# xdma_from_remote_cfg_deframer

**src/rtl/xdma_from_remote_cfg_deframer.sv**
```systemverilog
// xdma_from_remote_cfg_deframer: splits multi-frame remote cfg messages into a header and a payload stream
module xdma_from_remote_cfg_deframer #(
    parameter int AxiWideDataWidth = 512,
    parameter int DMAIdWidth       = 4,
    parameter int AddrWidth        = 48,
    parameter int TotalFrameWidth  = 4
) (
    input  logic                                       clk_i,
    input  logic                                       rst_ni,
    input  logic [AxiWideDataWidth-1:0]                frame_i,
    input  logic                                       frame_valid_i,
    output logic                                       frame_ready_o,
    output logic                                       hdr_dma_type_o,
    output logic [TotalFrameWidth-1:0]                 hdr_frame_length_o,
    output logic [DMAIdWidth-1:0]                      hdr_dma_id_o,
    output logic [AddrWidth-1:0]                       hdr_reader_addr_o,
    output logic [AddrWidth-1:0]                       hdr_writer_addr_o,
    output logic                                       hdr_valid_o,
    input  logic                                       hdr_ready_i,
    output logic [AxiWideDataWidth-TotalFrameWidth-2:0] payload_o,
    output logic [TotalFrameWidth-1:0]                 payload_idx_o,
    output logic                                       payload_last_o,
    output logic                                       payload_valid_o,
    input  logic                                       payload_ready_i,
    output logic                                       err_o,
    output logic                                       busy_o
);
    localparam int HdrWidth     = 1 + TotalFrameWidth + DMAIdWidth + 2 * AddrWidth;
    localparam int PlWidth      = AxiWideDataWidth - 1 - TotalFrameWidth;
    localparam int FirstPlWidth = AxiWideDataWidth - HdrWidth;

    typedef enum logic [1:0] {IDLE, HEAD, BODY, DRAIN} state_t;
    state_t state_q, state_d;

    logic [TotalFrameWidth-1:0] remaining;
    logic                       f_type;
    logic [TotalFrameWidth-1:0] f_len;
    logic [PlWidth-1:0]         first_pl, cont_pl;
    logic                       accept, hdr_hs, pl_hs;

    assign f_type   = frame_i[0];
    assign f_len    = frame_i[TotalFrameWidth:1];
    assign first_pl = {{(PlWidth-FirstPlWidth){1'b0}}, frame_i[AxiWideDataWidth-1:HdrWidth]};
    assign cont_pl  = frame_i[AxiWideDataWidth-1:TotalFrameWidth+1];
    assign accept   = frame_valid_i & frame_ready_o;
    assign hdr_hs   = hdr_valid_o & hdr_ready_i;
    assign pl_hs    = payload_valid_o & payload_ready_i;
    assign busy_o   = state_q != IDLE;

    // State register
    always_ff @(posedge clk_i) begin
        if (!rst_ni) state_q <= IDLE;
        else         state_q <= state_d;
    end

    // Next state and frame acceptance; the body stage frees its slot in the same cycle it drains
    always_comb begin
        state_d       = state_q;
        frame_ready_o = 1'b0;
        unique case (state_q)
            IDLE: begin
                frame_ready_o = 1'b1;
                if (accept && f_len != '0) state_d = HEAD;
            end
            HEAD: begin
                if ((!hdr_valid_o || hdr_ready_i) && (!payload_valid_o || payload_ready_i))
                    state_d = (remaining == '0) ? IDLE : BODY;
            end
            BODY: begin
                frame_ready_o = !payload_valid_o || payload_ready_i;
                if (accept && remaining == TotalFrameWidth'(1)) state_d = DRAIN;
            end
            DRAIN: begin
                if (pl_hs) state_d = IDLE;
            end
        endcase
    end

    // Header, payload and error registers; a new payload load overrides the drain of the previous one
    always_ff @(posedge clk_i) begin
        if (!rst_ni) begin
            hdr_dma_type_o     <= 1'b0;
            hdr_frame_length_o <= '0;
            hdr_dma_id_o       <= '0;
            hdr_reader_addr_o  <= '0;
            hdr_writer_addr_o  <= '0;
            hdr_valid_o        <= 1'b0;
            payload_o          <= '0;
            payload_idx_o      <= '0;
            payload_last_o     <= 1'b0;
            payload_valid_o    <= 1'b0;
            remaining          <= '0;
            err_o              <= 1'b0;
        end else begin
            err_o <= 1'b0;
            if (hdr_hs) hdr_valid_o <= 1'b0;
            if (pl_hs) payload_valid_o <= 1'b0;
            if (accept && state_q == IDLE) begin
                if (f_len == '0) err_o <= 1'b1;
                else begin
                    hdr_dma_type_o     <= f_type;
                    hdr_frame_length_o <= f_len;
                    hdr_dma_id_o       <= frame_i[TotalFrameWidth+1 +: DMAIdWidth];
                    hdr_reader_addr_o  <= frame_i[TotalFrameWidth+DMAIdWidth+1 +: AddrWidth];
                    hdr_writer_addr_o  <= frame_i[TotalFrameWidth+DMAIdWidth+AddrWidth+1 +: AddrWidth];
                    hdr_valid_o        <= 1'b1;
                    payload_o          <= first_pl;
                    payload_idx_o      <= '0;
                    payload_last_o     <= f_len == TotalFrameWidth'(1);
                    payload_valid_o    <= 1'b1;
                    remaining          <= f_len - TotalFrameWidth'(1);
                end
            end else if (accept) begin
                payload_o       <= cont_pl;
                payload_idx_o   <= payload_idx_o + TotalFrameWidth'(1);
                payload_last_o  <= remaining == TotalFrameWidth'(1);
                payload_valid_o <= 1'b1;
                remaining       <= remaining - TotalFrameWidth'(1);
                err_o           <= (f_type != hdr_dma_type_o) || (f_len != hdr_frame_length_o);
            end
        end
    end
endmodule

```
**config.mk**
```make
export PLATFORM = sky130hd
export DESIGN_NAME = xdma_from_remote_cfg_deframer
export DESIGN_NICKNAME = d
export VERILOG_FILES = /design/src/rtl/xdma_from_remote_cfg_deframer.sv
export SDC_FILE = /design/constraint.sdc
export NUM_CORES = 1
export LEC_CHECK = 0
export CORE_AREA = 2 2 446 448
export CTS_CLUSTER_SIZE = 28
export DETAILED_ROUTE_END_ITERATION = 10
export DIE_AREA = 0 0 448 450
export PLACE_DENSITY = 0.41
export SYNTH_ARGS = -nofsm -noshare
export SYNTH_HDL_FRONTEND = slang
export SYNTH_SLANG_ARGS = --single-unit
export TNS_END_PERCENT = 50
```
**constraint.sdc**
```tcl
create_clock -name clk_i -period 2.55 [get_ports clk_i]
set_input_delay 0.255 -clock clk_i [delete_from_list [all_inputs] [get_ports clk_i]]
set_output_delay 0.255 -clock clk_i [all_outputs]
set_load 0.05 [all_outputs]
```
**xdma_from_remote_cfg_deframer: routed metal per tile**

The die is cut into 22 by 22 equal tiles; white is low, dark blue is high, scaled to the fullest tile. Values are wire area over tile area, all layers added.
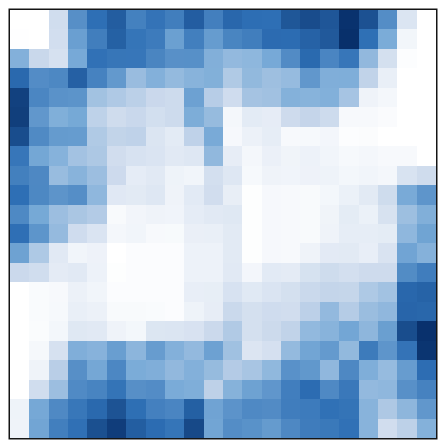
fullest tile: 0.43
tiles over half the peak: 32%
emptiest ninth of the die: center
densest ninth of the die: lower right
GR Util All Layers: 0.174
WL/cell: 26.4 um

**xdma_from_remote_cfg_deframer: zoomed window**

Bar = 5 um. Region (214, 305) to (234, 325) um. Cells in gray, sequential cells in the stronger gray; small squares are vias.
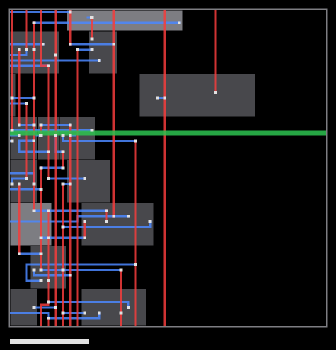
| color | layer |
|---|---|
| blue | M1 |
| green | M3 |
| red | M2 |
cells with their middle in the window: 10
sequential cells in the window: 0

==> impl_metrics.json <==
{
  "grt_max_degree": 92,
  "ys_top_logic_family": "AND-OR/OR-AND gates",
  "yosys.cell_types.count": 43,
  "holdPathStages": 3,
  "p_sw_mw": 18.3,
  "synth_nets": 3677,
  "run_status": "complete, no violations",
  "cpMaxStageDelayCell": "clkdlybuf4s50_1",
  "synth_chip_area_mm2": 0.0273,
  "antenna_found_initial": 52,
  "powerSeq_mw": 12.4,
  "max_stage_delay_ps": 910,
  "layout-drive-gt1-share": 0.155,
  "lay_top_cells": "clkdlybuf4s50_1 (1,094), nand2_1 (1,027), dfxtp_1 (626)",
  "yosys-top-cells-area": "dfxtp_1 (46%), a311oi_2 (18%), nand2_1 (14%)",
  "gp_congestion": 0.926,
  "yosysWarnings": 0
}

# clk_rst_seq

--- src/rtl/clk_rst_seq.sv ---
// PLL bring-up sequencer: pulses the PLL reset, waits for a stable lock, then releases the
// system reset. Retries on lock timeout, counts lock losses in RUN, honours restart requests.
module clk_rst_seq #(
    parameter int unsigned RST_CYCLES    = 16,
    parameter int unsigned LOCK_TIMEOUT  = 65536,
    parameter int unsigned STABLE_CYCLES = 4096,
    parameter int unsigned MAX_RETRIES   = 3,
    parameter int unsigned CNT_W         = 24
) (
    input  logic       clk,
    input  logic       rst,
    input  logic       pll_locked,
    input  logic       restart,
    output logic       pll_rst,
    output logic       sys_rst,
    output logic       clk_ok,
    output logic       fault,
    output logic [2:0] state,
    output logic [3:0] retries,
    output logic [7:0] loss_cnt
);

    typedef enum logic [2:0] {
        StPllRst   = 3'd0,
        StWaitLock = 3'd1,
        StStable   = 3'd2,
        StRun      = 3'd3,
        StFault    = 3'd4
    } state_e;

    localparam logic [CNT_W-1:0] RstLast     = CNT_W'(RST_CYCLES - 1);
    localparam logic [CNT_W-1:0] TimeoutLast = CNT_W'(LOCK_TIMEOUT - 1);
    localparam logic [CNT_W-1:0] StableLast  = CNT_W'(STABLE_CYCLES - 1);
    localparam logic [3:0]       MaxRetries  = 4'(MAX_RETRIES);

    state_e           state_q, state_d;
    logic [CNT_W-1:0] cnt_q, cnt_d;
    logic [3:0]       retries_q, retries_d;
    logic [7:0]       loss_q, loss_d;
    logic             sync1_q, lock_s;
    logic             pll_rst_q, sys_rst_q, clk_ok_q, fault_q;

    always_comb begin
        state_d   = state_q;
        cnt_d     = cnt_q + CNT_W'(1);
        retries_d = retries_q;
        loss_d    = loss_q;
        unique case (state_q)
            StPllRst: begin
                if (restart || cnt_q == RstLast) begin
                    cnt_d = '0;
                end
                if (!restart && cnt_q == RstLast) begin
                    state_d = StWaitLock;
                end
            end
            StWaitLock: begin
                if (restart) begin
                    state_d = StPllRst;
                    cnt_d   = '0;
                end else if (lock_s) begin
                    state_d = StStable;
                    cnt_d   = '0;
                end else if (cnt_q == TimeoutLast) begin
                    cnt_d = '0;
                    if (retries_q == MaxRetries) begin
                        state_d = StFault;
                    end else begin
                        state_d   = StPllRst;
                        retries_d = retries_q + 4'd1;
                    end
                end
            end
            StStable: begin
                if (restart) begin
                    state_d = StPllRst;
                    cnt_d   = '0;
                end else if (!lock_s) begin
                    // Lock glitch: re-qualify without spending a retry.
                    state_d = StWaitLock;
                    cnt_d   = '0;
                end else if (cnt_q == StableLast) begin
                    state_d   = StRun;
                    cnt_d     = '0;
                    retries_d = '0;
                end
            end
            StRun: begin
                cnt_d = '0;
                if (!lock_s) begin
                    state_d = StPllRst;
                    if (loss_q != 8'hff) begin
                        loss_d = loss_q + 8'd1;
                    end
                end else if (restart) begin
                    state_d = StPllRst;
                end
            end
            StFault: begin
                cnt_d = '0;
                if (restart) begin
                    state_d   = StPllRst;
                    retries_d = '0;
                end
            end
            default: begin
                state_d = StPllRst;
                cnt_d   = '0;
            end
        endcase
    end

    always_ff @(posedge clk) begin
        if (rst) begin
            state_q   <= StPllRst;
            cnt_q     <= '0;
            retries_q <= '0;
            loss_q    <= '0;
            sync1_q   <= 1'b0;
            lock_s    <= 1'b0;
            pll_rst_q <= 1'b1;
            sys_rst_q <= 1'b1;
            clk_ok_q  <= 1'b0;
            fault_q   <= 1'b0;
        end else begin
            state_q   <= state_d;
            cnt_q     <= cnt_d;
            retries_q <= retries_d;
            loss_q    <= loss_d;
            sync1_q   <= pll_locked;
            lock_s    <= sync1_q;
            // Outputs decode the next state so they change on the same edge as state.
            pll_rst_q <= (state_d == StPllRst) || (state_d == StFault);
            sys_rst_q <= (state_d != StRun);
            clk_ok_q  <= (state_d == StRun);
            fault_q   <= (state_d == StFault);
        end
    end

    assign pll_rst  = pll_rst_q;
    assign sys_rst  = sys_rst_q;
    assign clk_ok   = clk_ok_q;
    assign fault    = fault_q;
    assign state    = state_q;
    assign retries  = retries_q;
    assign loss_cnt = loss_q;

endmodule

--- config.mk ---
export PLATFORM = sky130hd
export DESIGN_NAME = clk_rst_seq
export DESIGN_NICKNAME = d
export VERILOG_FILES = /design/src/rtl/clk_rst_seq.sv
export SDC_FILE = /design/constraint.sdc
export NUM_CORES = 1
export LEC_CHECK = 0
export ABC_AREA = 1
export CAP_MARGIN = 20
export CORE_UTILIZATION = 55
export CTS_BUF_LIST = sky130_fd_sc_hd__clkbuf_2 sky130_fd_sc_hd__clkbuf_4 sky130_fd_sc_hd__clkbuf_8
export DETAILED_ROUTE_END_ITERATION = 8
export GPL_ROUTABILITY_DRIVEN = 0
export GPL_TIMING_DRIVEN = 0
export PLACE_DENSITY = 0.8
export SLEW_MARGIN = 30
export SYNTH_ARGS = -nofsm -noshare
export SYNTH_HDL_FRONTEND = slang
export SYNTH_SLANG_ARGS = --single-unit
--- constraint.sdc ---
create_clock -name clk -period 2.3 [get_ports clk]
set_input_delay 0.345 -clock clk [delete_from_list [all_inputs] [get_ports clk]]
set_output_delay 0.345 -clock clk [all_outputs]
set_load 0.02 [all_outputs]
**clk_rst_seq: zoomed window**

Bar = 5 um. Region (26, 41) to (46, 61) um. Cells in gray, sequential cells in the stronger gray; small squares are vias.
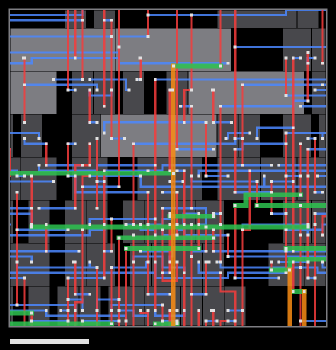
| color | layer |
|---|---|
| orange | M4 |
| red | M2 |
| green | M3 |
| blue | M1 |
most frequent: nand2_1 (11), nand4_1 (8)
cells with their middle in the window: 47
sequential cells in the window: 4
netlist names of flops here include: `state` (2)

==> impl_metrics.json <==
{
  "run_status": "complete, no violations",
  "path_delay_family": "simple AND/OR/NAND/NOR gates",
  "io_pins": 23,
  "lay_top_cells": "nand2_1 (91), nor2_1 (65), inv_1 (56)",
  "p_int_mw": 1.17,
  "biggestCellCategory": "combinational gates",
  "path_depth": 10,
  "synth_nets": 426,
  "grt_pass1_wl_mm": 10.7,
  "logic_gate_count": 305,
  "synth_chip_area_mm2": 0.00274,
  "critPathKind": "reg2reg",
  "ys_sh_aoi": 0.0599,
  "critPathCapture": "retries[2]",
  "final_util": 0.665,
  "p_per_area_mw_per_mm2": 472,
  "grt-ovfl-total": 0,
  "yosys-top-cells-area": "dfxtp_1 (33%), nand2_1 (12%), nor2_1 (8.9%)",
  "place_ws_ps": 291,
  "fmax_mhz": 481,
  "rrSetupSlack_ps": 220,
  "path_buffers": 0,
  "drv_cap": 0,
  "whs_endpoint": "lock_s",
  "endpoint_kind": "flop"
}
**clk_rst_seq: pin placement**

Bar = 20 um. Pins as bars across the die edge, other pins in gray.
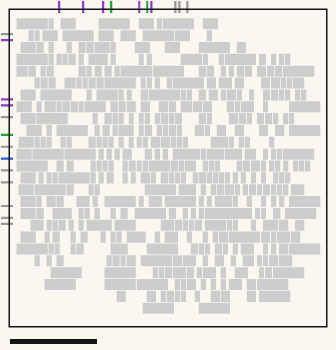
| color | port | pins | direction | edge |
|---|---|---|---|---|
| blue | `fault` | 1 | output | left |
| green | `state` | 3 | output | 2 top, 1 left |
| purple | `loss_cnt` | 8 | output | 5 top, 3 left |


# dec3to8_two

**dec3to8_two: gate-type map**

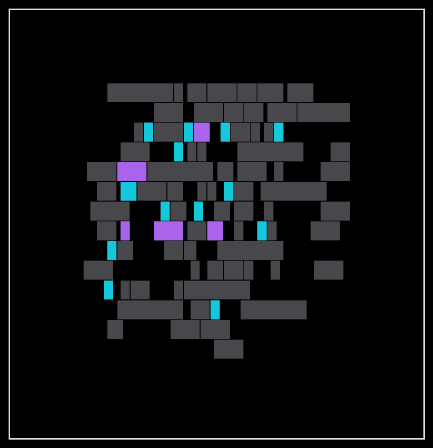
**dec3to8_two: routed metal per tile**

The die is cut into 11 by 12 equal tiles; white is low, dark blue is high, scaled to the fullest tile. Values are wire area over tile area, all layers added.
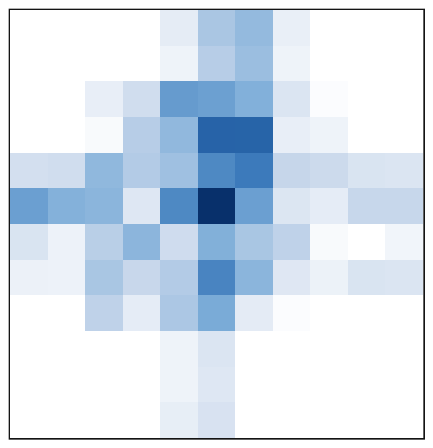
## config.mk

```make
export PLATFORM = sky130hd
export DESIGN_NAME = dec3to8_two
export DESIGN_NICKNAME = d
export VERILOG_FILES = /design/src/rtl/dec3to8_two.sv
export SDC_FILE = /design/constraint.sdc
export NUM_CORES = 1
export LEC_CHECK = 0
export ABC_AREA = 1
export CAP_MARGIN = 20
export CORE_AREA = 10 10 47 49
export DETAILED_ROUTE_END_ITERATION = 7
export DIE_AREA = 0 0 57 59
export HOLD_SLACK_MARGIN = 0.12
export PLACE_DENSITY = 0.63
export SLEW_MARGIN = 10
export SYNTH_ARGS = -nofsm -noshare
export SYNTH_HDL_FRONTEND = slang
export SYNTH_SLANG_ARGS = --single-unit
export TNS_END_PERCENT = 20
```

## constraint.sdc

```tcl
create_clock -name clk -period 0.8 [get_ports clk]
set_input_delay 0.12 -clock clk [delete_from_list [all_inputs] [get_ports clk]]
set_output_delay 0.12 -clock clk [all_outputs]
set_load 0.03 [all_outputs]
```

## src/rtl/dec3to8_two.sv

```systemverilog
// Enable-gated 3-to-8 one-hot decoder from two 2-to-4 halves, with sticky hit mask.
// Define DEC3TO8_TWO_REG_OUT_EN to register y/y_valid (1-cycle latency); default is combinational.
module dec3to8_two (
   input  logic       clk,
   input  logic       rst_n,
   input  logic [2:0] w,
   input  logic       en,
   input  logic       hit_clr,
   output logic [7:0] y,
   output logic       y_valid,
   output logic [7:0] hit_mask
);

   logic       en_lo;
   logic       en_hi;
   logic [3:0] dec2;
   logic [3:0] line_lo;
   logic [3:0] line_hi;
   logic [7:0] y_d;
   logic [7:0] hit_mask_d;
   logic [7:0] hit_mask_q;

   // Gating by en with AND keeps an undriven w from reaching y while disabled.
   always_comb begin
      en_lo      = en & ~w[2];
      en_hi      = en & w[2];
      dec2       = 4'b0001 << w[1:0];
      line_lo    = {4{en_lo}} & dec2;
      line_hi    = {4{en_hi}} & dec2;
      y_d        = {line_hi, line_lo};
      hit_mask_d = hit_clr ? y_d : (hit_mask_q | y_d);
   end

   always_ff @(posedge clk or negedge rst_n) begin
      if (!rst_n) begin
         hit_mask_q <= 8'h00;
      end else begin
         hit_mask_q <= hit_mask_d;
      end
   end

   assign hit_mask = hit_mask_q;

`ifdef DEC3TO8_TWO_REG_OUT_EN
   logic [7:0] y_q;
   logic       y_valid_q;

   always_ff @(posedge clk or negedge rst_n) begin
      if (!rst_n) begin
         y_q       <= 8'h00;
         y_valid_q <= 1'b0;
      end else begin
         y_q       <= y_d;
         y_valid_q <= en;
      end
   end

   assign y       = y_q;
   assign y_valid = y_valid_q;
`else
   assign y       = y_d;
   assign y_valid = en;
`endif

endmodule

```

==> impl_metrics.json <==
{
  "pg_clk_mw": 0.319,
  "run_status": "finished with violations",
  "synthSimpleGateAreaFrac": 0.313,
  "yosysWarnings": 0,
  "path_delay_family": "flip-flops",
  "vdd_ir_drop_max_uv": 825,
  "power-top-group": "sequential cells",
  "fp.dieW_um": 57,
  "logic_gate_count": 30,
  "regArea_um2": 200,
  "setup_viol_count_final": 8,
  "violations": "setup timing",
  "first_pass_iters": 4,
  "grt_busiest_layer": "met2",
  "dpl_cell_area_um2": 638,
  "whs_endpoint": "hit_mask[6]",
  "numCtsBuffers": 3,
  "gp_congestion": 0.766,
  "nonClockBufferCount": 33,
  "syn_avg_cell_area_um2": 7.31,
  "worst_slack_ps": -118,
  "grt_pass1_wl_mm": 2.01,
  "p_clk_frac": 0.298,
  "netlist_top_cells_count": "nand2_1 (23), inv_1 (12), dfrtp_1 (8)",
  "cts_tree": "done",
  "wl_met1_um": 430
}
Notes on 'gate-type map' of dec3to8_two above:
| color | family | cells |
|---|---|---|
| cyan | inv cells | 13 |
| purple | nor cells | 5 |

Notes on 'routed metal per tile' of dec3to8_two above:
mean over tiles: 0.059
emptiest ninth of the die: lower right
tiles over half the peak: 8.3%
densest ninth of the die: center
DRT Wirelength: 1.19 mm
WL/cell: 11.6 um
GR Util All Layers: 0.0748


# match_window_counter_flat

**config.mk**
```make
export PLATFORM = sky130hd
export DESIGN_NAME = match_window_counter_flat
export DESIGN_NICKNAME = d
export VERILOG_FILES = /design/src/rtl/match_window_counter_if.sv /design/src/rtl/match_window_counter.sv /design/src/flat_wrapper.sv
export SDC_FILE = /design/constraint.sdc
export NUM_CORES = 1
export LEC_CHECK = 0
export CORE_MARGIN = 4
export CORE_UTILIZATION = 40
export DETAILED_ROUTE_END_ITERATION = 10
export PLACE_DENSITY_LB_ADDON = 0.12
export RECOVER_POWER = 25
export SYNTH_ARGS = -nofsm -noshare
export SYNTH_HDL_FRONTEND = slang
export SYNTH_SLANG_ARGS = --single-unit
```
**constraint.sdc**
```tcl
create_clock -name clk -period 4.8 [get_ports clk]
set_clock_uncertainty 0.1 [all_clocks]
set_input_delay 1.2 -clock clk [delete_from_list [all_inputs] [get_ports clk]]
set_output_delay 1.2 -clock clk [all_outputs]
set_load 0.01 [all_outputs]
```
**src/rtl/match_window_counter_if.sv**
```systemverilog
// Bundles the control inputs and status outputs of match_window_counter.
// The master side drives z_in/start/hold/stop and observes the results;
// the slave side is the counter itself. clk and reset stay plain ports.
interface match_window_counter_if #(
  parameter int CNT_W = 8
) ();
  logic             z_in;
  logic             start;
  logic             hold;
  logic             stop;
  logic [CNT_W-1:0] count;
  logic [CNT_W-1:0] last_count;
  logic             win_done;
  logic             alarm;
  logic             busy;

  modport master (
    output z_in, start, hold, stop,
    input  count, last_count, win_done, alarm, busy
  );

  modport slave (
    input  z_in, start, hold, stop,
    output count, last_count, win_done, alarm, busy
  );
endinterface

```
**src/rtl/match_window_counter.sv**
```systemverilog
// match_window_counter: counts match pulses (z_in) over fixed windows of
// WIN_LEN running cycles. Windows run back to back, can be frozen with hold
// and aborted with stop. Each completed window reports its final count,
// a one-cycle win_done pulse and an alarm flag (count >= THRESH).
// Optional build macro ALARM_STICKY_EN: when defined, the alarm latches
// once set and is cleared only by stop or reset; when undefined, the alarm
// is recomputed at every window end from the new last_count.
module match_window_counter #(
  parameter int CNT_W   = 8,
  parameter int WIN_LEN = 16,
  parameter int THRESH  = 3
) (
  input  logic                     clk,
  input  logic                     reset,
  match_window_counter_if.slave    bus
);

  localparam int TMR_W = $clog2(WIN_LEN);
  localparam logic [TMR_W-1:0] TMR_LAST = TMR_W'(WIN_LEN - 1);
  localparam logic [CNT_W-1:0] CNT_MAX  = {CNT_W{1'b1}};
  localparam logic [CNT_W-1:0] CNT_THR  = CNT_W'(THRESH);

  typedef enum logic [1:0] {
    S_IDLE = 2'd0,
    S_RUN  = 2'd1,
    S_HOLD = 2'd2
  } state_t;

  state_t           r_state;
  logic [TMR_W-1:0] r_timer;
  logic [CNT_W-1:0] r_count;
  logic [CNT_W-1:0] r_last;
  logic             r_done;
  logic             r_alarm;
  logic             r_busy;

  logic [CNT_W-1:0] w_count_next;
  logic             w_alarm_hit;

  // Saturating match count for the current cycle, and the alarm test on it
  always_comb begin
    w_count_next = r_count;
    if (bus.z_in && (r_count != CNT_MAX)) begin
      w_count_next = r_count + CNT_W'(1);
    end
    w_alarm_hit = (w_count_next >= CNT_THR);
  end

  // Window FSM: stop beats hold, hold beats start and the window logic.
  // RUN and HOLD share the counting step, so a HOLD cycle with hold low
  // resumes counting immediately (including a deferred window end).
  always_ff @(posedge clk) begin
    if (reset) begin
      r_state <= S_IDLE;
      r_timer <= '0;
      r_count <= '0;
      r_last  <= '0;
      r_done  <= 1'b0;
      r_alarm <= 1'b0;
      r_busy  <= 1'b0;
    end else begin
      r_done <= 1'b0;
      if (bus.stop) begin
        r_state <= S_IDLE;
        r_timer <= '0;
        r_count <= '0;
        r_busy  <= 1'b0;
`ifdef ALARM_STICKY_EN
        r_alarm <= 1'b0;
`endif
      end else begin
        case (r_state)
          S_IDLE: begin
            if (bus.start && !bus.hold) begin
              r_state <= S_RUN;
              r_timer <= '0;
              r_count <= '0;
              r_busy  <= 1'b1;
            end
          end
          S_RUN, S_HOLD: begin
            if (bus.hold) begin
              r_state <= S_HOLD;
            end else begin
              r_state <= S_RUN;
              if (r_timer == TMR_LAST) begin
                r_last  <= w_count_next;
                r_count <= '0;
                r_timer <= '0;
                r_done  <= 1'b1;
`ifdef ALARM_STICKY_EN
                r_alarm <= r_alarm | w_alarm_hit;
`else
                r_alarm <= w_alarm_hit;
`endif
              end else begin
                r_count <= w_count_next;
                r_timer <= r_timer + TMR_W'(1);
              end
            end
          end
          default: begin
            r_state <= S_IDLE;
            r_busy  <= 1'b0;
          end
        endcase
      end
    end
  end

  assign bus.count      = r_count;
  assign bus.last_count = r_last;
  assign bus.win_done   = r_done;
  assign bus.alarm      = r_alarm;
  assign bus.busy       = r_busy;

endmodule

```
**src/flat_wrapper.sv**
```systemverilog
// flat-port wrapper written by rule: the top's interface ports become plain ports
module match_window_counter_flat 
#(
  parameter int CNT_W   = 8,
  parameter int WIN_LEN = 16,
  parameter int THRESH  = 3
)
  (clk, reset, bus_z_in, bus_start, bus_hold, bus_stop, bus_count, bus_last_count, bus_win_done, bus_alarm, bus_busy);
  match_window_counter_if #(.CNT_W(CNT_W)) bus_i ();
  input  logic clk;
  input  logic reset;
  input wire logic [$bits(bus_i.z_in)-1:0] bus_z_in;
  input wire logic [$bits(bus_i.start)-1:0] bus_start;
  input wire logic [$bits(bus_i.hold)-1:0] bus_hold;
  input wire logic [$bits(bus_i.stop)-1:0] bus_stop;
  output wire logic [$bits(bus_i.count)-1:0] bus_count;
  output wire logic [$bits(bus_i.last_count)-1:0] bus_last_count;
  output wire logic [$bits(bus_i.win_done)-1:0] bus_win_done;
  output wire logic [$bits(bus_i.alarm)-1:0] bus_alarm;
  output wire logic [$bits(bus_i.busy)-1:0] bus_busy;
  assign bus_i.z_in = bus_z_in;
  assign bus_i.start = bus_start;
  assign bus_i.hold = bus_hold;
  assign bus_i.stop = bus_stop;
  assign bus_count = bus_i.count;
  assign bus_last_count = bus_i.last_count;
  assign bus_win_done = bus_i.win_done;
  assign bus_alarm = bus_i.alarm;
  assign bus_busy = bus_i.busy;
  match_window_counter #(.CNT_W(CNT_W), .WIN_LEN(WIN_LEN), .THRESH(THRESH)) u_core (.clk(clk), .reset(reset), .bus(bus_i));
endmodule
```
==> impl_metrics.json <==
{
  "vias": 1353,
  "n_antenna_cell": 0,
  "logic_area_um2": 828,
  "first_global_vias": 1316,
  "port_buffers": 24,
  "crit_path_frequent_cell": "nor3_1",
  "path_depth": 7,
  "fp_util": 0.425,
  "drv_cap": 0,
  "holdPathStages": 2,
  "cpMaxStageDelayCell": "dlygate4sd3_1",
  "syn_inst": 177,
  "cp_data_required_time_ps": 4910,
  "layout-drive-gt1-share": 0.0684,
  "p_comb_frac": 0.072,
  "run_status": "complete, no violations",
  "fp-row-count": 21,
  "critPathCapture": "u_core.bus.alarm",
  "cts_tree": "done",
  "synth_chip_area_mm2": 0.00145,
  "routed.top_layer": "met4",
  "grt_max_degree": 16
}
**match_window_counter_flat: pin placement**

Bar = 20 um. Pins as bars across the die edge, other pins in gray.
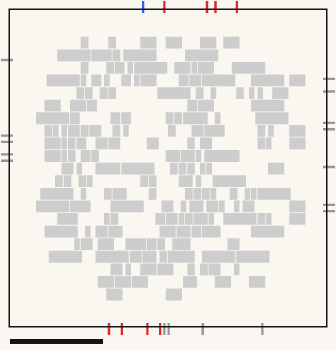
| color | port | pins | direction | edge |
|---|---|---|---|---|
| red | `bus_count` | 8 | output | 4 bottom, 4 top |
| blue | `reset` | 1 | input | top |
all pins by edge: 8 bottom, 7 right, 5 left, 5 top



==> screenshots <==
The clock network.
(a)
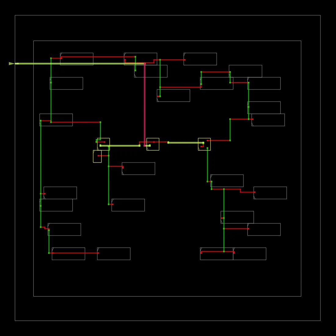
(b)
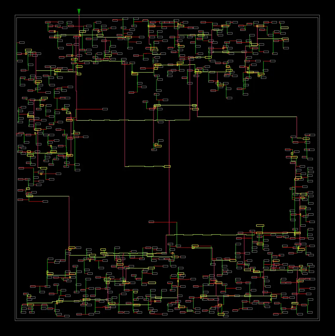
(c)
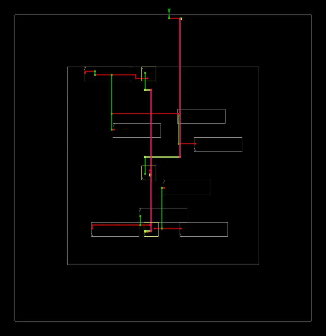
(d)
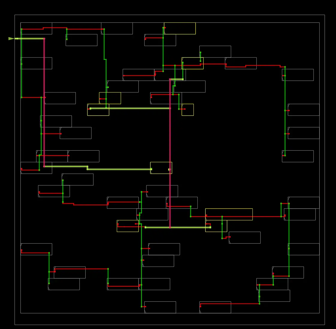
(c) -> dec3to8_two
(b) -> xdma_from_remote_cfg_deframer
(d) -> clk_rst_seq
(a) -> match_window_counter_flat
- fewest sequential cells: (c)
- most sequential cells: (b)

Power and IR drop assume default switching activity.
